=== vga_quad_master ===
### Met4 routing, vga_quad_master

Drawn at 3 px/um.
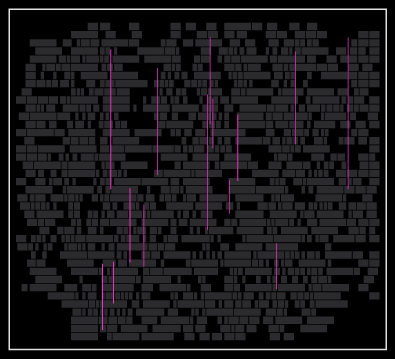
==> src/rtl/vga_quad_master.sv <==
// VGA timing master driving four quadrant frame buffers. Each quadrant
// has its own display mode (colour, gray, binary, blank). The mode and the
// binary threshold are latched only at end of frame. RGB, syncs and de
// leave a 2-stage pipeline together.
module vga_quad_master #(
    parameter int   H_DISPLAY = 640,
    parameter int   H_FRONT   = 16,
    parameter int   H_PULSE   = 96,
    parameter int   H_BACK    = 48,
    parameter int   V_DISPLAY = 480,
    parameter int   V_FRONT   = 10,
    parameter int   V_PULSE   = 2,
    parameter int   V_BACK    = 29,
    parameter int   CH_W      = 4,
    parameter int   ADDR_W    = 17,
    parameter logic SYNC_ACT  = 1'b0
) (
    input  logic                vga_clk25,
    input  logic                vga_rst,
    input  logic [7:0]          mode_cfg,
    input  logic [CH_W-1:0]     bin_thresh,
    input  logic [3*CH_W-1:0]   vga_data0,
    input  logic [3*CH_W-1:0]   vga_data1,
    input  logic [3*CH_W-1:0]   vga_data2,
    input  logic [3*CH_W-1:0]   vga_data3,
    output logic [ADDR_W-1:0]   vga_addr0,
    output logic [ADDR_W-1:0]   vga_addr1,
    output logic [ADDR_W-1:0]   vga_addr2,
    output logic [ADDR_W-1:0]   vga_addr3,
    output logic [CH_W-1:0]     vga_red,
    output logic [CH_W-1:0]     vga_green,
    output logic [CH_W-1:0]     vga_blue,
    output logic                vga_hsync,
    output logic                vga_vsync,
    output logic                vga_de,
    output logic                frame_start,
    output logic [3:0]          region
);

    localparam int H_TOTAL = H_DISPLAY + H_FRONT + H_PULSE + H_BACK;
    localparam int V_TOTAL = V_DISPLAY + V_FRONT + V_PULSE + V_BACK;
    localparam int QPIX    = (H_DISPLAY / 2) * (V_DISPLAY / 2);
    // One spare bit so that the sync end bound can never alias to zero.
    localparam int HW      = $clog2(H_TOTAL + 1);
    localparam int VW      = $clog2(V_TOTAL + 1);

    localparam logic [HW-1:0] H_LAST    = HW'(H_TOTAL - 1);
    localparam logic [HW-1:0] H_ACT     = HW'(H_DISPLAY);
    localparam logic [HW-1:0] H_MID     = HW'(H_DISPLAY / 2);
    localparam logic [HW-1:0] H_SYNC_ON = HW'(H_DISPLAY + H_FRONT);
    localparam logic [HW-1:0] H_SYNC_OF = HW'(H_DISPLAY + H_FRONT + H_PULSE);
    localparam logic [VW-1:0] V_LAST    = VW'(V_TOTAL - 1);
    localparam logic [VW-1:0] V_ACT     = VW'(V_DISPLAY);
    localparam logic [VW-1:0] V_MID     = VW'(V_DISPLAY / 2);
    localparam logic [VW-1:0] V_SYNC_ON = VW'(V_DISPLAY + V_FRONT);
    localparam logic [VW-1:0] V_SYNC_OF = VW'(V_DISPLAY + V_FRONT + V_PULSE);
    localparam logic [ADDR_W-1:0] Q_LAST = ADDR_W'(QPIX - 1);

    // ---------------- stage 0: raster counters ----------------
    logic [HW-1:0] hcnt_q, hcnt_d;
    logic [VW-1:0] vcnt_q, vcnt_d;
    logic          end_of_frame;
    logic [3:0]    region_c;
    logic          hs_raw, vs_raw, de_raw;

    // Next raster position: hcnt wraps each line, vcnt steps on that wrap.
    always_comb begin
        hcnt_d = hcnt_q + HW'(1);
        vcnt_d = vcnt_q;
        if (hcnt_q == H_LAST) begin
            hcnt_d = '0;
            vcnt_d = (vcnt_q == V_LAST) ? '0 : vcnt_q + VW'(1);
        end
    end

    // Raster counter registers.
    always_ff @(posedge vga_clk25 or posedge vga_rst) begin
        if (vga_rst) begin
            hcnt_q <= '0;
            vcnt_q <= '0;
        end else begin
            hcnt_q <= hcnt_d;
            vcnt_q <= vcnt_d;
        end
    end

    // Stage-0 decode: quadrant membership, raw syncs, display enable.
    always_comb begin
        logic h_act, v_act, h_right, v_bot;
        h_act   = (hcnt_q < H_ACT);
        v_act   = (vcnt_q < V_ACT);
        h_right = (hcnt_q >= H_MID);
        v_bot   = (vcnt_q >= V_MID);
        de_raw  = h_act && v_act;
        region_c[0] = de_raw && !h_right && !v_bot;
        region_c[1] = de_raw &&  h_right && !v_bot;
        region_c[2] = de_raw && !h_right &&  v_bot;
        region_c[3] = de_raw &&  h_right &&  v_bot;
        hs_raw = ((hcnt_q >= H_SYNC_ON) && (hcnt_q < H_SYNC_OF)) ? SYNC_ACT : ~SYNC_ACT;
        vs_raw = ((vcnt_q >= V_SYNC_ON) && (vcnt_q < V_SYNC_OF)) ? SYNC_ACT : ~SYNC_ACT;
        end_of_frame = (hcnt_q == H_LAST) && (vcnt_q == V_LAST);
    end

    assign region      = region_c;
    assign frame_start = (hcnt_q == '0) && (vcnt_q == '0);

    // ---------------- per-quadrant address counters ----------------
    logic [ADDR_W-1:0] addr_vec [4];
    logic [3*CH_W-1:0] data_vec [4];

    assign data_vec[0] = vga_data0;
    assign data_vec[1] = vga_data1;
    assign data_vec[2] = vga_data2;
    assign data_vec[3] = vga_data3;

    for (genvar gi = 0; gi < 4; gi++) begin : g_quad
        logic [ADDR_W-1:0] addr_q, addr_d;

        // Address steps through the quadrant raster; restarts every frame.
        always_comb begin
            addr_d = addr_q;
            if (end_of_frame)
                addr_d = '0;
            else if (region_c[gi])
                addr_d = (addr_q == Q_LAST) ? '0 : addr_q + ADDR_W'(1);
        end

        // Address register.
        always_ff @(posedge vga_clk25 or posedge vga_rst) begin
            if (vga_rst) addr_q <= '0;
            else         addr_q <= addr_d;
        end

        assign addr_vec[gi] = addr_q;
    end

    assign vga_addr0 = addr_vec[0];
    assign vga_addr1 = addr_vec[1];
    assign vga_addr2 = addr_vec[2];
    assign vga_addr3 = addr_vec[3];

    // ---------------- shadow configuration ----------------
    logic [7:0]      mode_sh_q;
    logic [CH_W-1:0] thr_sh_q;

    // Mode and threshold only change between frames so no frame is split.
    always_ff @(posedge vga_clk25 or posedge vga_rst) begin
        if (vga_rst) begin
            mode_sh_q <= 8'b10_01_01_00;
            thr_sh_q  <= CH_W'(8);
        end else if (end_of_frame) begin
            mode_sh_q <= mode_cfg;
            thr_sh_q  <= bin_thresh;
        end
    end

    // ---------------- stage 1 ----------------
    logic [1:0] mode_sel;
    logic [3:0] region_s1_q;
    logic [1:0] mode_s1_q;
    logic       hs_s1_q, vs_s1_q, de_s1_q;

    // Pick the shadow mode of whichever quadrant is active (blank if none).
    always_comb begin
        mode_sel = 2'b11;
        for (int i = 0; i < 4; i++)
            if (region_c[i]) mode_sel = mode_sh_q[2*i +: 2];
    end

    // Stage-1 pipeline: waits out the one-cycle RAM read latency.
    always_ff @(posedge vga_clk25 or posedge vga_rst) begin
        if (vga_rst) begin
            region_s1_q <= '0;
            mode_s1_q   <= 2'b11;
            hs_s1_q     <= ~SYNC_ACT;
            vs_s1_q     <= ~SYNC_ACT;
            de_s1_q     <= 1'b0;
        end else begin
            region_s1_q <= region_c;
            mode_s1_q   <= mode_sel;
            hs_s1_q     <= hs_raw;
            vs_s1_q     <= vs_raw;
            de_s1_q     <= de_raw;
        end
    end

    // ---------------- stage 2 ----------------
    logic [3*CH_W-1:0] data_sel;
    logic [CH_W-1:0]   ch_r, ch_g, ch_b, gray;
    logic [CH_W+1:0]   luma_sum;
    logic [CH_W-1:0]   red_d, green_d, blue_d;
    logic [CH_W-1:0]   red_q, green_q, blue_q;
    logic              hs_s2_q, vs_s2_q, de_s2_q;

    // Pixel processing on the RAM word of the stage-1 quadrant.
    always_comb begin
        data_sel = '0;
        for (int i = 0; i < 4; i++)
            if (region_s1_q[i]) data_sel = data_vec[i];
        ch_r     = data_sel[3*CH_W-1 -: CH_W];
        ch_g     = data_sel[2*CH_W-1 -: CH_W];
        ch_b     = data_sel[CH_W-1:0];
        luma_sum = {2'b00, ch_r} + {1'b0, ch_g, 1'b0} + {2'b00, ch_b};
        gray     = luma_sum[CH_W+1:2];
        red_d    = '0;
        green_d  = '0;
        blue_d   = '0;
        if (region_s1_q != 4'b0000) begin
            case (mode_s1_q)
                2'b00: begin
                    red_d   = ch_r;
                    green_d = ch_g;
                    blue_d  = ch_b;
                end
                2'b01: begin
                    red_d   = gray;
                    green_d = gray;
                    blue_d  = gray;
                end
                2'b10: begin
                    red_d   = (gray > thr_sh_q) ? '1 : '0;
                    green_d = (gray > thr_sh_q) ? '1 : '0;
                    blue_d  = (gray > thr_sh_q) ? '1 : '0;
                end
                default: begin
                    red_d   = '0;
                    green_d = '0;
                    blue_d  = '0;
                end
            endcase
        end
    end

    // Stage-2 output registers; syncs and de travel with the pixel.
    always_ff @(posedge vga_clk25 or posedge vga_rst) begin
        if (vga_rst) begin
            red_q   <= '0;
            green_q <= '0;
            blue_q  <= '0;
            hs_s2_q <= ~SYNC_ACT;
            vs_s2_q <= ~SYNC_ACT;
            de_s2_q <= 1'b0;
        end else begin
            red_q   <= red_d;
            green_q <= green_d;
            blue_q  <= blue_d;
            hs_s2_q <= hs_s1_q;
            vs_s2_q <= vs_s1_q;
            de_s2_q <= de_s1_q;
        end
    end

    assign vga_red   = red_q;
    assign vga_green = green_q;
    assign vga_blue  = blue_q;
    assign vga_hsync = hs_s2_q;
    assign vga_vsync = vs_s2_q;
    assign vga_de    = de_s2_q;

endmodule

==> config.mk <==
export PLATFORM = sky130hd
export DESIGN_NAME = vga_quad_master
export DESIGN_NICKNAME = d
export VERILOG_FILES = /design/src/rtl/vga_quad_master.sv
export SDC_FILE = /design/constraint.sdc
export NUM_CORES = 1
export LEC_CHECK = 0
export ABC_AREA = 0
export CAP_MARGIN = 0
export CORE_ASPECT_RATIO = 0.9
export CORE_MARGIN = 1.5
export CORE_UTILIZATION = 51
export DETAILED_ROUTE_END_ITERATION = 8
export PLACE_DENSITY = 0.8
export SLEW_MARGIN = 15
export SYNTH_ARGS = -nofsm -noshare
export SYNTH_HDL_FRONTEND = slang
export SYNTH_SLANG_ARGS = --single-unit
==> constraint.sdc <==
create_clock -name vga_clk25 -period 4.6 [get_ports vga_clk25]
set_input_delay 0.92 -clock vga_clk25 [delete_from_list [all_inputs] [get_ports vga_clk25]]
set_output_delay 0.92 -clock vga_clk25 [all_outputs]
set_load 0.01 [all_outputs]
==> notes.md <==
The run has ended; figures from its reports follow.

The critical path start-end classification is in2reg. The power consumed by sequential cells came out at between 1 and 1.5 mW. The switching power as a share of total power is between 20% and 30%.

The amount of wire on met2 after detailed routing came out at 9.466 mm. After synthesis, the largest family of logic cells by area is simple AND/OR/NAND/NOR gates. Along the critical path, the tally of buffer and inverter instances is 1. The overflow left after global routing came out at 0.

The tap cell instance count came out at ~160. The flow ran to the end, and the final reports show no timing, DRC or antenna violations. The filler-free cell count of the finished design came out at 1076. The net count after synthesis is about 830. After clock tree synthesis, the clock-pin slew on the worst setup and hold paths is ~0.060 ns. The area growth from synthesis to final layout is 33.86%.

Ranked by power, first place goes to the clock network. For this run, the script counts the antenna cells in the layout as 0. At the pin with the least slew margin, the transition time is 0.8799 ns.

The multiplexer share of the synthesized area is between 1 and 1.5%. The fraction of the core area occupied by cells at floorplan came out at approximately 53%. The relative area of clock buffers and inverters in the final design is between 7 and 8%. The met1 usage came out at 33.91%. Per the placement report, the placed cell count is between 1000 and 1500. The maximum VDD drop is ~0.29 mV. The flip-flop and latch area came out at a little over 0.003 mm2. After layout, the clock buffer instance count stands at 18. The top-area cell type share of the netlist area came out at a little over two fifths. The length of routed wiring on met1 came out at just over 8 mm. After clock tree synthesis, the repair step resized 0 gates.

Routed signal wires occupy layers up through met4.
## Picture notes: 'Met4 routing' of vga_quad_master
10 nets have wire on it. The wires run mostly vertical. The layer holds 2.0% of the routed length. The layer carries 380 um of wire.
Total Wirelength: 18.87 mm
via count: 6379

==> path summary, 6_finish.rpt <==
kind | from | cells after the start | to
max | vga_data1[4] | 14 | vga_green[2]$_DFF_PP0_
min | de_s1_q$_DFF_PP0_ | 0 | vga_de$_DFF_PP0_
max reg2reg | region_s1_q[0]$_DFF_PP0_ | 16 | vga_green[2]$_DFF_PP0_
min reg2reg | de_s1_q$_DFF_PP0_ | 0 | vga_de$_DFF_PP0_
max in group asynchronous | vga_rst | 3 | vs_s1_q$_DFF_PP1_
min in group asynchronous | vga_rst | 2 | vga_addr0[3]$_DFFE_PP0P_

=== booth_datapath ===
File: src/rtl/booth_pkg.sv
// Shared control encodings for the Booth multiplier datapath and its controller.
package booth_pkg;

    // A-register control pair {a1,a2}
    typedef enum logic [1:0] {
        A_HOLD = 2'b00,
        A_SHR  = 2'b01,
        A_LOAD = 2'b10,
        A_CLR  = 2'b11
    } a_ctrl_e;

    // Q-register control pair {q1,q2}
    typedef enum logic [1:0] {
        Q_HOLD = 2'b00,
        Q_SHR  = 2'b01,
        Q_LOAD = 2'b10,
        Q_CLR  = 2'b11
    } q_ctrl_e;

endpackage

File: src/rtl/booth_addsub.sv
// Combinational N-bit adder/subtractor, wraps modulo 2^N.
module booth_addsub #(
    parameter int N = 5
) (
    input  logic [N-1:0] a,
    input  logic [N-1:0] b,
    input  logic         sub,
    output logic [N-1:0] y
);

    // sub=0 -> a+b, sub=1 -> a-b
    always_comb begin
        y = sub ? (a - b) : (a + b);
    end

endmodule

File: src/rtl/booth_datapath.sv
// Radix-2 Booth multiplier datapath: M, A (WIDTH+1), Q, Q-1 and a saturating
// step counter, all steered by an external control unit.
module booth_datapath
    import booth_pkg::*;
#(
    parameter int WIDTH = 4
) (
    input  logic                 clk,
    input  logic                 rst,
    input  logic [WIDTH-1:0]     mcand,
    input  logic [WIDTH-1:0]     mplier,
    input  logic                 q1,
    input  logic                 q2,
    input  logic                 a1,
    input  logic                 a2,
    input  logic                 m1,
    input  logic                 alu,
    input  logic                 count,
    output logic                 c1,
    output logic                 c2,
    output logic                 done,
    output logic [2*WIDTH-1:0]   product
);

    localparam int CW = $clog2(WIDTH + 1);
    localparam logic [CW-1:0] CNT_MAX = CW'(WIDTH);

    logic [WIDTH-1:0] m_reg;
    logic [WIDTH:0]   a_reg;
    logic [WIDTH-1:0] q_reg;
    logic             q_m1;
    logic [CW-1:0]    cnt;
    logic [WIDTH:0]   m_ext;
    logic [WIDTH:0]   alu_y;
    a_ctrl_e          a_op;
    q_ctrl_e          q_op;

    assign a_op  = a_ctrl_e'({a1, a2});
    assign q_op  = q_ctrl_e'({q1, q2});
    assign m_ext = {m_reg[WIDTH-1], m_reg};

    booth_addsub #(.N(WIDTH + 1)) u_addsub (
        .a   (a_reg),
        .b   (m_ext),
        .sub (alu),
        .y   (alu_y)
    );

    // Multiplicand register
    always_ff @(posedge clk or posedge rst) begin
        if (rst)     m_reg <= '0;
        else if (m1) m_reg <= mcand;
    end

    // Accumulator: hold / arithmetic shift right / load ALU / clear
    always_ff @(posedge clk or posedge rst) begin
        if (rst) begin
            a_reg <= '0;
        end else begin
            case (a_op)
                A_HOLD: ;
                A_SHR:  a_reg <= {a_reg[WIDTH], a_reg[WIDTH:1]};
                A_LOAD: a_reg <= alu_y;
                A_CLR:  a_reg <= '0;
            endcase
        end
    end

    // Multiplier register and Q-1; shift takes old A[0] so a joint A/Q shift is coherent
    always_ff @(posedge clk or posedge rst) begin
        if (rst) begin
            q_reg <= '0;
            q_m1  <= 1'b0;
        end else begin
            case (q_op)
                Q_HOLD: ;
                Q_SHR: begin
                    q_reg <= {a_reg[0], q_reg[WIDTH-1:1]};
                    q_m1  <= q_reg[0];
                end
                Q_LOAD: begin
                    q_reg <= mplier;
                    q_m1  <= 1'b0;
                end
                Q_CLR: begin
                    q_reg <= '0;
                    q_m1  <= 1'b0;
                end
            endcase
        end
    end

    // Step counter: cleared on Q load, otherwise saturating increment
    always_ff @(posedge clk or posedge rst) begin
        if (rst) begin
            cnt <= '0;
        end else if (q_op == Q_LOAD) begin
            cnt <= '0;
        end else if (count && (cnt != CNT_MAX)) begin
            cnt <= cnt + 1'b1;
        end
    end

    // Register-only outputs
    always_comb begin
        c1      = q_reg[0];
        c2      = q_m1;
        done    = (cnt == CNT_MAX);
        product = {a_reg[WIDTH-1:0], q_reg};
    end

endmodule

File: config.mk
export PLATFORM = sky130hd
export DESIGN_NAME = booth_datapath
export DESIGN_NICKNAME = d
export VERILOG_FILES = /design/src/rtl/booth_pkg.sv /design/src/rtl/booth_addsub.sv /design/src/rtl/booth_datapath.sv
export SDC_FILE = /design/constraint.sdc
export NUM_CORES = 1
export LEC_CHECK = 0
export ABC_AREA = 1
export CORE_MARGIN = 2
export CORE_UTILIZATION = 45
export CTS_CLUSTER_SIZE = 14
export DETAILED_ROUTE_END_ITERATION = 10
export PLACE_DENSITY_LB_ADDON = 0.15
export SLEW_MARGIN = 20
export SYNTH_ARGS = -nofsm -noshare
export SYNTH_HDL_FRONTEND = slang
export SYNTH_SLANG_ARGS = --single-unit
File: constraint.sdc
create_clock -name clk -period 1.95 [get_ports clk]
set_clock_uncertainty 0.05 [all_clocks]
set_input_delay 0.4875 -clock clk [delete_from_list [all_inputs] [get_ports clk]]
set_output_delay 0.4875 -clock clk [all_outputs]
set_load 0.02 [all_outputs]
### Clock wires, drivers and flops, booth_datapath

Drawn at 6 px/um.
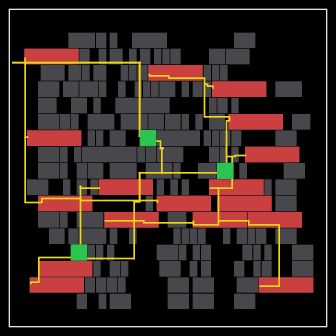
Key: red = flip-flops [count 17]; yellow = clock wires [length 252 um]; green = clock drivers [count 3]
There are 4 routed clock nets.
clock group share of total power: 15.7%
clk latency late pin: 0.30 ns
power of the clock network: 0.197 mW

### Routed metal, one colour a layer, booth_datapath

Drawn at 8 px/um.
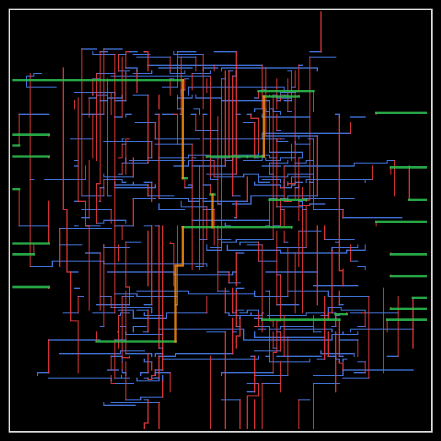
Key: green = metal 3 [wire length 139 um]; blue = metal 1 [wire length 980 um]; orange = metal 4 [wire length 39.0 um]; red = metal 2 [wire length 1160 um]
total global routing track utilization: 19.54%
via count: 979
Total Wirelength: 2.315 mm

==> notes.md <==
The run has ended; figures from its reports follow.

The flow ran to the end, and the final reports show no timing, DRC or antenna violations. The capture point of the worst register-to-register path is recorded as a_reg[3]$_DFFE_PP0P_. The register share of total power is roughly 39%. Clock tree synthesis selected as its root buffer the cell sky130_fd_sc_hd__clkbuf_4. The initial antenna violation count came out at 0. The first-pass GRT wire length is between 3 and 4 mm. The count of cells resized by post-cts repair came out at 3.

According to the timing report, the critical path is captured at product[6]. The count of clock-net buffers in the final layout came out at 3. The fraction of layout cells with a size suffix above 1 came out at around 17%.

The worst pin sits at a relative slew slack of 77.55%. The hold buffer count at CTS is 0. The worst setup path is captured at a primary output. The first-pass iteration count of the detailed router came out at 4. The instance area at placement is ~0.0014 mm2. The die covers around 0.0028 mm2.
### Congestion heat map, booth_datapath

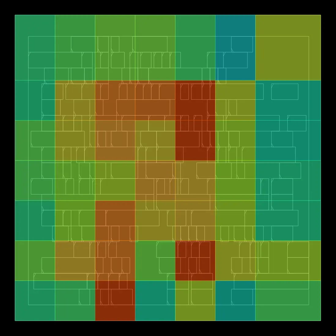
Global Route met2 Usage: 31.87%
average wire per cell in the routed design: 11.81 um

==> kinds of logic after synthesis <==
logic type	Yosys count	share of synthesized area (%)
flip-flops	17	39.95
XOR/XNOR	1	0.8227
multiplexers	1	1.058
adder cells (fa/ha/maj)	8	10.11
AND-OR/OR-AND	17	11.28
buffers and inverters	24	10.22
AND/OR/NAND/NOR	66	26.56
==> routing by layer <==
metal  share of wire, %  global-route usage, %
met4                1.7                  8.120
met5                  0                      0
met1                 42                  23.34
met3                6.0                  6.571
met2                 50                  31.87

=== stack_unit_p ===
### Register map, names as in the netlist, stack_unit_p

Drawn at 6 px/um.
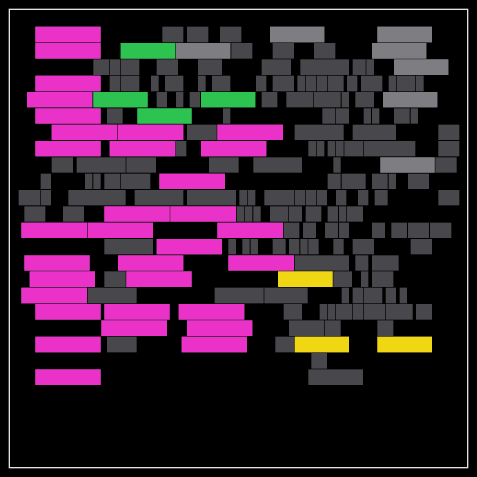
[src/rtl/stack_unit_p.sv]
// LIFO stack: push, pop, push+pop replace and clear in one cycle, with sticky ovf/unf status.
// Latency: popped word is registered on dout one cycle after the pop; top/count/empty/full follow the same edge.
// Backpressure: none. A push while full is dropped, or overwrites the oldest entry when WRAP=1. A pop while empty is dropped.
module stack_unit_p #(
    parameter int DATA_W = 4,
    parameter int DEPTH  = 8,
    parameter int WRAP   = 0,
    parameter int CNT_W  = $clog2(DEPTH + 1)
) (
    input  logic              clk,
    input  logic              reset,
    input  logic              clr,
    input  logic              push,
    input  logic              pop,
    input  logic [DATA_W-1:0] din,
    output logic [DATA_W-1:0] dout,
    output logic              dout_valid,
    output logic [DATA_W-1:0] top,
    output logic [CNT_W-1:0]  count,
    output logic              empty,
    output logic              full,
    output logic              ovf,
    output logic              unf
);
    localparam int PTR_W = $clog2(DEPTH);
    localparam logic [PTR_W-1:0] LAST_IDX = PTR_W'(DEPTH - 1);

    logic [DATA_W-1:0] mem [DEPTH];
    logic [PTR_W-1:0]  wp;
    logic [PTR_W-1:0]  wp_inc;
    logic [PTR_W-1:0]  top_idx;
    logic              push_ok;

    // Explicit wrap so a DEPTH that is not a power of two still cycles correctly.
    assign wp_inc  = (wp == LAST_IDX) ? '0 : wp + PTR_W'(1);
    assign top_idx = (wp == '0) ? LAST_IDX : wp - PTR_W'(1);

    assign empty = (count == '0);
    assign full  = (count == CNT_W'(DEPTH));
    assign top   = empty ? '0 : mem[top_idx];

    assign push_ok = !full || (WRAP != 0);

    // The array is not reset; empty masks any stale or unwritten entries.
    always_ff @(posedge clk) begin
        if (!clr && push) begin
            if (pop) begin
                if (!empty) mem[top_idx] <= din;
            end else if (push_ok) begin
                mem[wp] <= din;
            end
        end
    end

    always_ff @(posedge clk or negedge reset) begin
        if (!reset) begin
            wp         <= '0;
            count      <= '0;
            dout       <= '0;
            dout_valid <= 1'b0;
            ovf        <= 1'b0;
            unf        <= 1'b0;
        end else begin
            dout_valid <= 1'b0;
            if (clr) begin
                wp    <= '0;
                count <= '0;
                ovf   <= 1'b0;
                unf   <= 1'b0;
            end else if (push && pop) begin
                // Replace the top entry; an empty stack passes din straight through.
                dout       <= empty ? din : mem[top_idx];
                dout_valid <= 1'b1;
            end else if (push) begin
                if (!full) begin
                    wp    <= wp_inc;
                    count <= count + CNT_W'(1);
                end else begin
                    ovf <= 1'b1;
                    if (WRAP != 0) wp <= wp_inc;
                end
            end else if (pop) begin
                if (!empty) begin
                    dout       <= mem[top_idx];
                    dout_valid <= 1'b1;
                    wp         <= top_idx;
                    count      <= count - CNT_W'(1);
                end else begin
                    unf <= 1'b1;
                end
            end
        end
    end
endmodule
[config.mk]
export PLATFORM = sky130hd
export DESIGN_NAME = stack_unit_p
export DESIGN_NICKNAME = d
export VERILOG_FILES = /design/src/rtl/stack_unit_p.sv
export SDC_FILE = /design/constraint.sdc
export NUM_CORES = 1
export LEC_CHECK = 0
export CORE_UTILIZATION = 40
export CTS_CLUSTER_SIZE = 10
export DETAILED_ROUTE_END_ITERATION = 8
export PLACE_DENSITY = 0.65
export SLEW_MARGIN = 20
export SYNTH_ARGS = -nofsm -noshare
export SYNTH_HDL_FRONTEND = slang
export SYNTH_SLANG_ARGS = --single-unit
export TNS_END_PERCENT = 1
[constraint.sdc]
create_clock -name clk -period 3.1 [get_ports clk]
set_input_delay 0.62 -clock clk [delete_from_list [all_inputs] [get_ports clk]]
set_output_delay 0.62 -clock clk [all_outputs]
set_load 0.03 [all_outputs]
==> notes.md <==
The run has ended; figures from its reports follow.

The synthesis report lists the most area-consuming cells as sky130_fd_sc_hd__edfxtp_1 44%, sky130_fd_sc_hd__dfrtp_1 16%, sky130_fd_sc_hd__mux4_2 8.2%, sky130_fd_sc_hd__nor2_1 4.1%, sky130_fd_sc_hd__ha_1 3.4%. The routed layout has around 1400 vias. The layout report lists the multi-input gate area as 869.6 um2. The power drawn by the combinational cells came out at roughly 0.8 mW.

Per the cell usage report, the commonest logic cell in the layout is sky130_fd_sc_hd__edfxtp_1. Looking at hold timing, the worst path starts from ovf$_DFFE_PN0P_. Note, the detailed placer reported a final HPWL of 3.388 mm.

The post-synthesis instance area came out at 0.002200 mm2. The H-tree generated during clock tree synthesis spans 2 levels. The category of the worst setup path capture point is a primary output. Net switching is about 36% of the power.

The antenna diode count came out at 0. The flow ran to the end, and the final reports show no timing, DRC or antenna violations. The number of ordinary inverters in the final layout came out at 8.

The largest area contributor in the netlist is sky130_fd_sc_hd__edfxtp_1. The number of global-route vias before repair came out at around 1600. Sequential cells account for 39.4% of the total power. The internal power of the cells totals approximately 1.2 mW. The largest register by flop count is mem. The placer's final routability congestion estimate came out at 0.8120.

The length of routed wiring on met1 came out at ~2.1 mm. The share of final layout cell area taken by non-clock buffers came out at approximately an eighth. The post-route fraction of the period consumed by the critical path is 98.55%. Once iteration 0 of detailed routing completed, the report listed 102 DRC markers.

The tap cell instance count is 70. The power per cell area came out at around 700 mW/mm2. The count of different cell masters after synthesis came out at 35. The critical path data arrival time is between 2 and 2.5 ns. On the final layout, the worst hold slack is about 0.5 ns. Synthesis produced a netlist whose cell count is between 150 and 200. The top-level port count is 26.

Clock tree synthesis selected as its root buffer the cell sky130_fd_sc_hd__clkbuf_8. Buffers inserted to repair hold after CTS numbered 0. The core area is 0.005205 mm2. The aoi/oai-family share of the synthesized area came out at roughly 8.1%. The average vias per placed instance is roughly 5.4. Counting I/O delays and the setup requirement, the final critical path takes 3.055 ns. The overall routed net length is roughly 4.6 mm. Note that the worst hold path type here is reg2reg. The number of nets in the layout is roughly 210. The largest registers in the layout are mem: 32 flops, count: 4 flops, dout: 4 flops. The async set or reset register ratio after synthesis is a little over 30%. The group with the largest share of power is combinational cells.
About 'Register map, names as in the netlist' of stack_unit_p:
Key: yellow = `wp` [flops 3]; magenta = `mem` [flops 32]; green = `dout` [flops 4]
Another 7 sequential cells are not coloured.
Post-Route Utilization: 52.31%
FF/Latch Area: 0.001311 mm2
P_seq: 0.769 mW
fraction of area in registers: 48.16%

==> worst max-delay path, stage by stage (launching register included) <==
cell	delay [ns]
sky130_fd_sc_hd__dfrtp_1	0.40
sky130_fd_sc_hd__inv_2	0.12
sky130_fd_sc_hd__ha_4	0.18
sky130_fd_sc_hd__nor3_4	0.05
sky130_fd_sc_hd__a21oi_2	0.16
sky130_fd_sc_hd__buf_12	0.16
sky130_fd_sc_hd__mux4_2	0.55
sky130_fd_sc_hd__mux2i_4	0.18
sky130_fd_sc_hd__nor2_1	0.06
sky130_fd_sc_hd__clkdlybuf4s15_2	0.28

=== spi_poll_master ===
### Clock wires, drivers and flops, spi_poll_master

Drawn at 3 px/um.
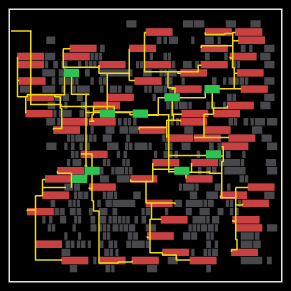
`src/rtl/spi_poll_pkg.sv`:
```
// Shared constants, FSM state encoding and sizing helpers for the SPI poll master.
package spi_poll_pkg;

    localparam logic [1:0] CODE_NONE  = 2'b00;
    localparam logic [1:0] CODE_LEV   = 2'b01;
    localparam logic [1:0] CODE_STAGE = 2'b10;

    typedef enum logic [2:0] {
        ST_IDLE,
        ST_SETUP,
        ST_SHIFT,
        ST_HOLD,
        ST_GAP
    } state_e;

    // Bits needed for a counter running 0..n-1, never narrower than one bit.
    function automatic int unsigned cnt_width(input int unsigned n);
        return (n <= 2) ? 1 : $clog2(n);
    endfunction

    // Busy cycles for one full round: two slaves of SETUP + SHIFT + HOLD + GAP.
    function automatic int unsigned round_cycles(input int unsigned clk_div,
                                                 input int unsigned data_width);
        return 2 * (3 + 2 * data_width) * clk_div;
    endfunction

endpackage

```
`src/rtl/spi_byte_shifter.sv`:
```
// One mode-0 SPI byte transfer: a setup half-period, then 2*DATA_WIDTH SCLK half-periods.
module spi_byte_shifter
    import spi_poll_pkg::*;
#(
    parameter int unsigned DATA_WIDTH = 8,
    parameter int unsigned CLK_DIV    = 4
) (
    input  logic                  clk,
    input  logic                  rst_n,
    input  logic                  start,
    input  logic [DATA_WIDTH-1:0] tx_byte,
    input  logic                  miso,
    output logic                  sclk,
    output logic                  mosi,
    output logic [DATA_WIDTH-1:0] rx_byte,
    output logic                  done
);

    localparam int unsigned DIV_W = cnt_width(CLK_DIV);
    localparam int unsigned HP_W  = cnt_width(2 * DATA_WIDTH + 1);
    localparam logic [DIV_W-1:0] DIV_LAST = DIV_W'(CLK_DIV - 1);
    localparam logic [HP_W-1:0]  HP_LAST  = HP_W'(2 * DATA_WIDTH);

    logic                  active_q, active_d;
    logic [DIV_W-1:0]      div_q, div_d;
    logic [HP_W-1:0]       hp_q, hp_d;
    logic                  sclk_q, sclk_d;
    logic                  mosi_q, mosi_d;
    logic [DATA_WIDTH-1:0] tx_q, tx_d;
    logic [DATA_WIDTH-1:0] rx_q, rx_d;
    logic                  hp_end;

    always_comb begin
        active_d = active_q;
        div_d    = div_q;
        hp_d     = hp_q;
        sclk_d   = sclk_q;
        mosi_d   = mosi_q;
        tx_d     = tx_q;
        rx_d     = rx_q;
        hp_end   = active_q && (div_q == DIV_LAST);
        done     = hp_end && (hp_q == HP_LAST);
        if (start) begin
            active_d = 1'b1;
            div_d    = '0;
            hp_d     = '0;
            sclk_d   = 1'b0;
            mosi_d   = tx_byte[DATA_WIDTH-1];
            tx_d     = {tx_byte[DATA_WIDTH-2:0], 1'b0};
            rx_d     = '0;
        end else if (active_q) begin
            if (hp_end) begin
                div_d = '0;
                hp_d  = hp_q + HP_W'(1);
                // Half-period 0 is the setup window; odd ends rise, even ends fall.
                if (hp_q != '0) begin
                    if (hp_q[0]) begin
                        sclk_d = 1'b1;
                        rx_d   = {rx_q[DATA_WIDTH-2:0], miso};
                    end else begin
                        sclk_d = 1'b0;
                        mosi_d = tx_q[DATA_WIDTH-1];
                        tx_d   = {tx_q[DATA_WIDTH-2:0], 1'b0};
                    end
                end
                if (done) begin
                    active_d = 1'b0;
                end
            end else begin
                div_d = div_q + DIV_W'(1);
            end
        end
    end

    always_ff @(posedge clk or negedge rst_n) begin
        if (!rst_n) begin
            active_q <= 1'b0;
            div_q    <= '0;
            hp_q     <= '0;
            sclk_q   <= 1'b0;
            mosi_q   <= 1'b0;
            tx_q     <= '0;
            rx_q     <= '0;
        end else begin
            active_q <= active_d;
            div_q    <= div_d;
            hp_q     <= hp_d;
            sclk_q   <= sclk_d;
            mosi_q   <= mosi_d;
            tx_q     <= tx_d;
            rx_q     <= rx_d;
        end
    end

    assign sclk    = sclk_q;
    assign mosi    = mosi_q;
    assign rx_byte = rx_q;

endmodule

```
`src/rtl/spi_poll_master.sv`:
```
// Periodic SPI master polling the level then stage sensor and driving SPI_Code for the decoder.
module spi_poll_master
    import spi_poll_pkg::*;
#(
    parameter int unsigned          CODE_SIZE   = 2,
    parameter int unsigned          DATA_WIDTH  = 8,
    parameter int unsigned          CLK_DIV     = 4,
    parameter int unsigned          POLL_PERIOD = 1000,
    parameter logic [DATA_WIDTH-1:0] READ_CMD   = 'h01
) (
    input  logic                  clk,
    input  logic                  rst_n,
    input  logic                  en,
    input  logic                  miso,
    output logic                  sclk,
    output logic                  mosi,
    output logic [CODE_SIZE-1:0]  SPI_Code,
    output logic [DATA_WIDTH-1:0] lev_data,
    output logic [DATA_WIDTH-1:0] stage_data,
    output logic                  lev_valid,
    output logic                  stage_valid,
    output logic                  busy
);

    localparam int unsigned WAIT_W = cnt_width(POLL_PERIOD);
    localparam int unsigned PH_W   = cnt_width(CLK_DIV);
    localparam logic [WAIT_W-1:0] WAIT_LAST = WAIT_W'(POLL_PERIOD - 1);
    localparam logic [PH_W-1:0]   PH_LAST   = PH_W'(CLK_DIV - 1);

    state_e                state_q, state_d;
    logic                  slave_q, slave_d;
    logic [WAIT_W-1:0]     wait_q, wait_d;
    logic [PH_W-1:0]       ph_q, ph_d;
    logic [CODE_SIZE-1:0]  code_q, code_d;
    logic                  busy_q, busy_d;
    logic [DATA_WIDTH-1:0] lev_data_q, lev_data_d;
    logic [DATA_WIDTH-1:0] stage_data_q, stage_data_d;
    logic                  lev_valid_q, lev_valid_d;
    logic                  stage_valid_q, stage_valid_d;
    logic                  start;
    logic                  capture;
    logic                  sh_done;
    logic [DATA_WIDTH-1:0] rx_byte;

    spi_byte_shifter #(
        .DATA_WIDTH (DATA_WIDTH),
        .CLK_DIV    (CLK_DIV)
    ) u_shifter (
        .clk     (clk),
        .rst_n   (rst_n),
        .start   (start),
        .tx_byte (READ_CMD),
        .miso    (miso),
        .sclk    (sclk),
        .mosi    (mosi),
        .rx_byte (rx_byte),
        .done    (sh_done)
    );

    always_comb begin
        state_d = state_q;
        slave_d = slave_q;
        wait_d  = wait_q;
        ph_d    = ph_q;
        start   = 1'b0;
        unique case (state_q)
            ST_IDLE: begin
                if (!en) begin
                    wait_d = '0;
                end else if (wait_q == WAIT_LAST) begin
                    wait_d  = '0;
                    slave_d = 1'b0;
                    state_d = ST_SETUP;
                    start   = 1'b1;
                end else begin
                    wait_d = wait_q + WAIT_W'(1);
                end
            end
            ST_SETUP: begin
                if (ph_q == PH_LAST) begin
                    ph_d    = '0;
                    state_d = ST_SHIFT;
                end else begin
                    ph_d = ph_q + PH_W'(1);
                end
            end
            ST_SHIFT: begin
                if (sh_done) begin
                    state_d = ST_HOLD;
                end
            end
            ST_HOLD: begin
                if (ph_q == PH_LAST) begin
                    ph_d    = '0;
                    state_d = ST_GAP;
                end else begin
                    ph_d = ph_q + PH_W'(1);
                end
            end
            ST_GAP: begin
                if (ph_q == PH_LAST) begin
                    ph_d = '0;
                    if (!slave_q) begin
                        slave_d = 1'b1;
                        state_d = ST_SETUP;
                        start   = 1'b1;
                    end else begin
                        state_d = ST_IDLE;
                    end
                end else begin
                    ph_d = ph_q + PH_W'(1);
                end
            end
            default: state_d = ST_IDLE;
        endcase

        // Outputs are derived from the next state so the registers line up with state_q.
        code_d = CODE_SIZE'(CODE_NONE);
        if (state_d == ST_SETUP || state_d == ST_SHIFT || state_d == ST_HOLD) begin
            code_d = slave_d ? CODE_SIZE'(CODE_STAGE) : CODE_SIZE'(CODE_LEV);
        end
        busy_d        = (state_d != ST_IDLE);
        capture       = (state_q == ST_HOLD) && (state_d == ST_GAP);
        lev_valid_d   = capture && !slave_q;
        stage_valid_d = capture && slave_q;
        lev_data_d    = lev_valid_d ? rx_byte : lev_data_q;
        stage_data_d  = stage_valid_d ? rx_byte : stage_data_q;
    end

    always_ff @(posedge clk or negedge rst_n) begin
        if (!rst_n) begin
            state_q       <= ST_IDLE;
            slave_q       <= 1'b0;
            wait_q        <= '0;
            ph_q          <= '0;
            code_q        <= '0;
            busy_q        <= 1'b0;
            lev_data_q    <= '0;
            stage_data_q  <= '0;
            lev_valid_q   <= 1'b0;
            stage_valid_q <= 1'b0;
        end else begin
            state_q       <= state_d;
            slave_q       <= slave_d;
            wait_q        <= wait_d;
            ph_q          <= ph_d;
            code_q        <= code_d;
            busy_q        <= busy_d;
            lev_data_q    <= lev_data_d;
            stage_data_q  <= stage_data_d;
            lev_valid_q   <= lev_valid_d;
            stage_valid_q <= stage_valid_d;
        end
    end

    assign SPI_Code    = code_q;
    assign busy        = busy_q;
    assign lev_data    = lev_data_q;
    assign stage_data  = stage_data_q;
    assign lev_valid   = lev_valid_q;
    assign stage_valid = stage_valid_q;

endmodule

```
`config.mk`:
```
export PLATFORM = sky130hd
export DESIGN_NAME = spi_poll_master
export DESIGN_NICKNAME = d
export VERILOG_FILES = /design/src/rtl/spi_poll_pkg.sv /design/src/rtl/spi_byte_shifter.sv /design/src/rtl/spi_poll_master.sv
export SDC_FILE = /design/constraint.sdc
export NUM_CORES = 1
export LEC_CHECK = 0
export ABC_AREA = 1
export CAP_MARGIN = 40
export CORE_UTILIZATION = 40
export CTS_CLUSTER_SIZE = 30
export DETAILED_ROUTE_END_ITERATION = 8
export PLACE_DENSITY_LB_ADDON = 0.1
export SLEW_MARGIN = 0
export SYNTH_ARGS = -nofsm -noshare
export SYNTH_HDL_FRONTEND = slang
export SYNTH_SLANG_ARGS = --single-unit
```
`constraint.sdc`:
```
create_clock -name clk -period 2.7 [get_ports clk]
set_input_delay 0.675 -clock clk [delete_from_list [all_inputs] [get_ports clk]]
set_output_delay 0.675 -clock clk [all_outputs]
set_load 0.05 [all_outputs]
```
==> notes.md <==
The run has ended; figures from its reports follow.

The detailed-route DRC error count came out at 0. The final sum of negative setup slack came out at 0 ns. The part of the power in combinational logic came out at 2.4%. The first-pass GRT wire length is about 11 mm.

The top-level port count came out at 27. In the final report, the number of hold violations comes to 0. The run finished with clean final reports. The required time of the worst setup path came out at between 2 and 2.5 ns. The share of final layout cell area taken by non-clock buffers came out at 8.651%. STA classifies the critical path startpoint as a flip-flop. For this run, the total global-route usage over all layers was measured as 16.20%. The source-to-sink clock delay at the later pin of the worst-skew pair came out at about 0.33 ns. The total setup buffers inserted after CTS is 0.

Per the synthesis report, the XOR/XNOR share of the synthesized area is around 1.1%. The number of flip-flops in the largest register is 10. In this run the cell area of the synthesized design comes to 0.003119 mm2. According to the cell report, the number of logic gates is approximately 220. The fraction of the core area covered by cells at the end of the flow is 48.81%. The setup clock skew after layout came out at 0.007270 ns. The fraction of layout cells with a size suffix above 1 is around 15%. The count of clock-net buffers in the final layout came out at 9.

The power drawn by the combinational cells is 0.0421 mW. The count of cells resized by post-cts repair is 0. TritonCTS built the clock tree. The static leakage came out at approximately 1.7 nW. Counting flops per register, the top entry is wait_q. Looking at the reg2reg group, the worst path starts from slave_q$_DFF_PN0_.

The overflow left after global routing came out at 0. The CTS report gives the tree buffer count as 9. Measured along the x axis, the die boundary spans 90.31 um. The count of routing violations after the opening detailed-route iteration came out at 127. Clock tree buffers and inverters occupy roughly 5.4% of the routed design's cell area.

The number of hold buffers added after CTS was 0. Of the total power, the share spent switching nets is a little under a quarter. The switching component of the power is slightly above 0.4 mW. The kind of cell adding the most delay to the critical path is buffers and inverters. For reference, compound AND-OR and OR-AND cells occupy approximately an eighth of the area reported after synthesis. The number of instances in the synthesized netlist came out at between 300 and 400.

The maximum level of the CTS H-tree is 3. Looking at the power breakdown, sequential logic takes a little over half of the total. Traced cell by cell, the critical path runs through clkdlybuf4s50_1. The highest clock rate came out at approximately 460 MHz.
About 'Clock wires, drivers and flops' of spi_poll_master:
Key: red = flip-flops [count 62]; yellow = clock wires [length 792 um]; green = clock drivers [count 9]
Position of the flops: all over the die. There are 10 routed clock nets.
power of the clock network: 0.801 mW
clock group share of total power: 45.1%

==> stage by stage <==
| step | instances | cell area [um2] | hold WS, ns |
|---|---|---|---|
| after global placement | 464 | 3420 | 0.4808 |
| after floorplan | 347 | 3119 | 0.3794 |
| final | 480 | 3616 | 0.3498 |
| after detailed placement | 464 | 3420 | 0.4845 |
| after global routing | 480 | 3616 | 0.3701 |
| after CTS | 480 | 3616 | 0.3540 |
==> metal layers <==
layer	vias up	track usage (%)	share of wire [%]
li1	1190	-	-
met5	-	0	0
met2	44	25.25	45
met1	1084	22.38	50
met4	0	5.242	1.1
met3	8	3.620	3.2

=== exhaustive_stim_gen ===
### Routed metal, one colour a layer, exhaustive_stim_gen

Drawn at 4 px/um.
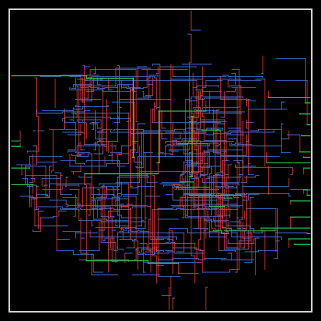
### src/rtl/exhaustive_stim_gen_pkg.sv
// Shared types and constants for the exhaustive stimulus generator.
package stim_pkg;

  typedef enum logic [1:0] {
    IDLE = 2'd0,
    RUN  = 2'd1,
    DONE = 2'd2
  } state_t;

  localparam int unsigned MODE_BIN  = 0;
  localparam int unsigned MODE_GRAY = 1;

endpackage

### src/rtl/exhaustive_stim_gen_bin2gray.sv
// Purely combinational binary-to-Gray converter.
module bin2gray #(
  parameter int unsigned WIDTH = 4
) (
  input  logic [WIDTH-1:0] bin,
  output logic [WIDTH-1:0] gray
);

  // Reflected binary code: each bit XORed with its higher neighbour.
  always_comb begin
    gray = bin ^ (bin >> 1);
  end

endmodule

### src/rtl/exhaustive_stim_gen.sv
// Exhaustive stimulus generator: sweeps every WIDTH-bit vector (binary or
// Gray order), holds each for HOLD cycles and captures the DUT response
// into a truth table. Define EXHAUSTIVE_STIM_GEN_CHECK_EN to add a
// golden-table checker (mismatch_o, err_idx_o).
module exhaustive_stim_gen
  import stim_pkg::*;
#(
  parameter int unsigned            WIDTH    = 4,
  parameter int unsigned            HOLD     = 5,
  parameter int unsigned            MODE     = MODE_BIN,
  parameter logic [2**WIDTH-1:0]    EXPECTED = '0
) (
  input  logic                 clk_i,
  input  logic                 rst_i,
  input  logic                 start_i,
  input  logic                 resp_i,
  output logic [WIDTH-1:0]     vec_o,
  output logic                 busy_o,
  output logic                 done_o,
  output logic [2**WIDTH-1:0]  table_o
`ifdef EXHAUSTIVE_STIM_GEN_CHECK_EN
  ,
  output logic                 mismatch_o,
  output logic [WIDTH-1:0]     err_idx_o
`endif
);

  localparam int unsigned DEPTH     = 2**WIDTH;
  localparam logic [7:0]  HOLD_LAST = 8'(HOLD - 1);

  state_t             state;
  logic [WIDTH:0]     idx;
  logic [WIDTH:0]     idx_nxt;
  logic [7:0]         hold_cnt;
  logic [WIDTH-1:0]   bin_nxt;
  logic [WIDTH-1:0]   gray_nxt;
  logic [WIDTH-1:0]   code_nxt;
  logic [DEPTH-1:0]   table_nxt;
  logic               capture;
  logic               last_capture;
  logic               start_accept;

  bin2gray #(.WIDTH(WIDTH)) u_bin2gray (
    .bin  (bin_nxt),
    .gray (gray_nxt)
  );

  // Next index/code, capture strobe and the table including this cycle's sample.
  // The terminal capture is detected from the carry into the extra index bit.
  always_comb begin
    idx_nxt      = idx + 1'b1;
    bin_nxt      = idx_nxt[WIDTH-1:0];
    code_nxt     = (MODE == MODE_GRAY) ? gray_nxt : bin_nxt;
    capture      = (state == RUN) && (hold_cnt == HOLD_LAST);
    last_capture = capture && idx_nxt[WIDTH];
    start_accept = start_i && ((state == IDLE) || (state == DONE));
    table_nxt    = table_o;
    if (capture) begin
      table_nxt[vec_o] = resp_i;
    end
  end

  // Sweep FSM with registered outputs.
  always_ff @(posedge clk_i or posedge rst_i) begin
    if (rst_i) begin
      state    <= IDLE;
      idx      <= '0;
      hold_cnt <= '0;
      vec_o    <= '0;
      busy_o   <= 1'b0;
      done_o   <= 1'b0;
      table_o  <= '0;
    end else begin
      case (state)
        IDLE, DONE: begin
          if (start_i) begin
            state    <= RUN;
            idx      <= '0;
            hold_cnt <= '0;
            vec_o    <= '0;
            busy_o   <= 1'b1;
            done_o   <= 1'b0;
            table_o  <= '0;
          end
        end
        RUN: begin
          table_o <= table_nxt;
          if (capture) begin
            hold_cnt <= '0;
            idx      <= idx_nxt;
            if (last_capture) begin
              state  <= DONE;
              busy_o <= 1'b0;
              done_o <= 1'b1;
            end else begin
              vec_o <= code_nxt;
            end
          end else begin
            hold_cnt <= hold_cnt + 1'b1;
          end
        end
        default: state <= IDLE;
      endcase
    end
  end

`ifdef EXHAUSTIVE_STIM_GEN_CHECK_EN
  logic [DEPTH-1:0] diff;
  logic [WIDTH-1:0] err_nxt;
  logic             found;

  // Lowest differing index of the completed table against the golden table.
  always_comb begin
    diff    = table_nxt ^ EXPECTED;
    err_nxt = '0;
    found   = 1'b0;
    for (int unsigned v = 0; v < DEPTH; v++) begin
      if (diff[v] && !found) begin
        err_nxt = WIDTH'(v);
        found   = 1'b1;
      end
    end
  end

  // Checker result latched on entry to DONE, cleared by an accepted start.
  always_ff @(posedge clk_i or posedge rst_i) begin
    if (rst_i) begin
      mismatch_o <= 1'b0;
      err_idx_o  <= '0;
    end else if (start_accept) begin
      mismatch_o <= 1'b0;
      err_idx_o  <= '0;
    end else if (last_capture) begin
      mismatch_o <= |diff;
      err_idx_o  <= err_nxt;
    end
  end
`else
  logic unused_expected;

  // Golden table only matters to the checker.
  always_comb begin
    unused_expected = ^{EXPECTED, start_accept};
  end
`endif

endmodule

### config.mk
export PLATFORM = sky130hd
export DESIGN_NAME = exhaustive_stim_gen
export DESIGN_NICKNAME = d
export VERILOG_FILES = /design/src/rtl/exhaustive_stim_gen_pkg.sv /design/src/rtl/exhaustive_stim_gen_bin2gray.sv /design/src/rtl/exhaustive_stim_gen.sv
export SDC_FILE = /design/constraint.sdc
export NUM_CORES = 1
export LEC_CHECK = 0
export CAP_MARGIN = 15
export CORE_UTILIZATION = 35
export CTS_CLUSTER_DIAMETER = 50
export DETAILED_ROUTE_END_ITERATION = 16
export MAX_ROUTING_LAYER = met4
export PLACE_DENSITY = 0.66
export REMOVE_ABC_BUFFERS = 1
export SLEW_MARGIN = 20
export SYNTH_ARGS = -nofsm -noshare
export SYNTH_HDL_FRONTEND = slang
export SYNTH_HIERARCHICAL = 1
export SYNTH_SLANG_ARGS = --single-unit
### constraint.sdc
create_clock -name clk_i -period 2 [get_ports clk_i]
set_clock_uncertainty 0.1 [all_clocks]
set_input_delay 0.3 -clock clk_i [delete_from_list [all_inputs] [get_ports clk_i]]
set_output_delay 0.3 -clock clk_i [all_outputs]
set_load 0.02 [all_outputs]
==> notes.md <==
The run has ended; figures from its reports follow.

The top register by number of flip-flops is table_o. The flow ran to the end, and the final reports show no timing, DRC or antenna violations. The initial antenna violation count is 0. The root buffer cell chosen for the clock tree is sky130_fd_sc_hd__clkbuf_8.

The critical path in this run is classified as reg2out. The async set or reset register ratio after synthesis is 100.0%. The area share of fa/ha/maj cells after synthesis came out at about 2.0%. The script parses the final routing iteration and logs DRC violations as 0. Setup repair after global routing left no endpoint under its margin. Per the post-run analysis, buffers plus inverters along the critical path come to 1.

The number of inserted filler cells in the final layout came out at ~500. In the floorplan report the effective utilization is a little over a third. The maximum level of the CTS H-tree came out at 2. The detailed-placement wirelength estimate is roughly 3.1 mm.

The area enclosed by the die boundary is ~0.0057 mm2. The critical path in the final layout is reported with a setup slack of between 0.15 and 0.2 ns. The chip area line of the yosys report came out at between 0.0015 and 0.002 mm2. The setup slack after placement is just under 0.09 ns.

The tap cell instance count is roughly 70. The count of clock-net buffers in the final layout is 6. The number of warnings in the stage logs is 26. The yosys cell count is ~190.
About 'Routed metal, one colour a layer' of exhaustive_stim_gen:
Key: orange = metal 4 [wire length 47.6 um]; blue = metal 1 [wire length 2050 um]; red = metal 2 [wire length 1960 um]; green = metal 3 [wire length 230 um]

## per-stage QoR
stage,hold WS [ns],std cells
after floorplan,0.3495,184
after global placement,0.3674,289
after detailed placement,0.3745,289
after CTS,0.3176,297
after global routing,0.3466,297
final,0.3142,297
## per-layer routing
metal / wire (um) / track usage [%]
met1: 2053 / 23.06
met2: 1962 / 26.53
met3: 230 / 5.221
met4: 47 / 6.996
met5: 0 / -
## where the power goes
part           internal, mW  switching, mW  total (mW)
Combinational         0.417          0.563       0.980
Clock                 0.241          0.254       0.495
Sequential            0.909          0.216        1.13
Total                  1.57           1.03        2.60


==> notes/layouts.md <==
Pictures saved along the way, in no particular order.

Layout detail.
picture 1
Window x 29 to 49, y 3 to 23 um. Cells in grey, sequential cells in the stronger grey; small squares are vias.
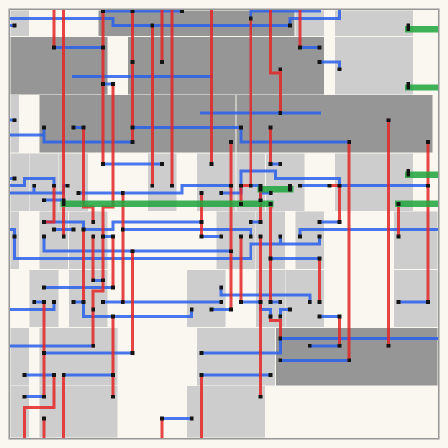
picture 2
Window x 84 to 104, y 18 to 38 um. Cells in grey, sequential cells in the stronger grey; small squares are vias.
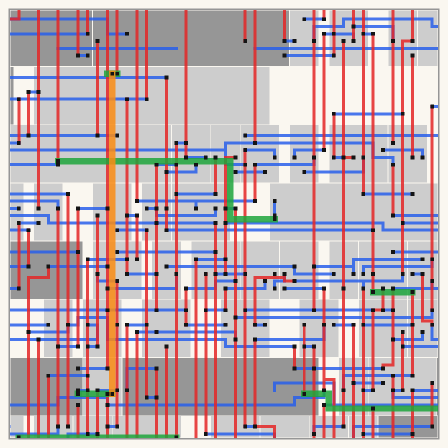
picture 3
Window x 58 to 78, y 13 to 33 um. Cells in grey, sequential cells in the stronger grey; small squares are vias.
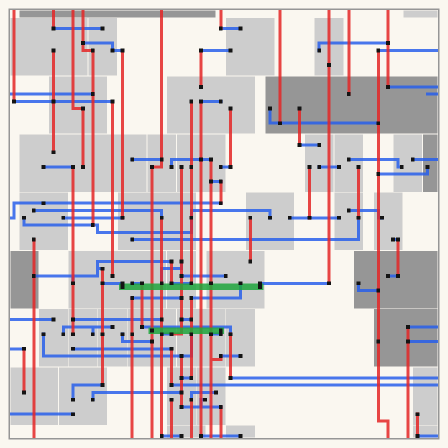
picture 4
Window x 46 to 66, y 9 to 29 um. Cells in grey, sequential cells in the stronger grey; small squares are vias.
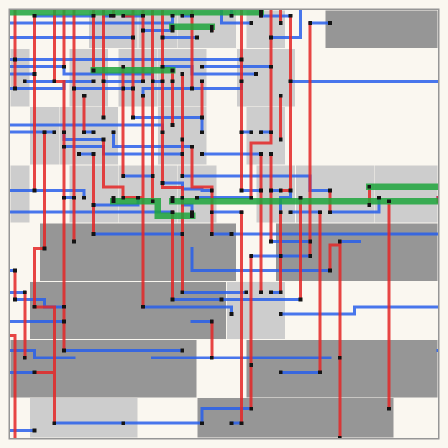
picture 5
Window x 47 to 67, y 9 to 29 um. Cells in grey, sequential cells in the stronger grey; small squares are vias.
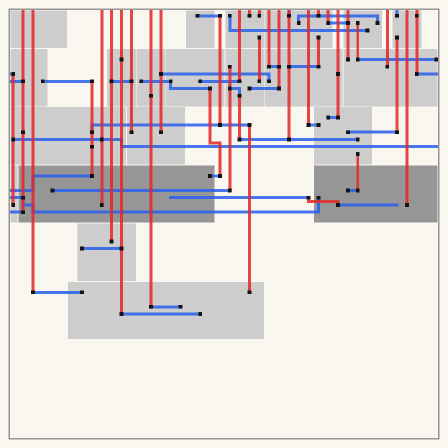
spi_poll_master: picture 3
exhaustive_stim_gen: picture 4
stack_unit_p: picture 5
vga_quad_master: picture 2
booth_datapath: picture 1

Key to picture 1:
Key: green = metal 3; blue = metal 1; red = metal 2
29 logic cells have their middle in the window. Sequential cells in the window: 4. Netlist names of flops here include `q_reg` (3), `c2` (1). Most frequent: clkdlybuf4s50_1 (8), nand2_1 (7), nand3_1 (7).

Power and IR drop assume default switching activity.
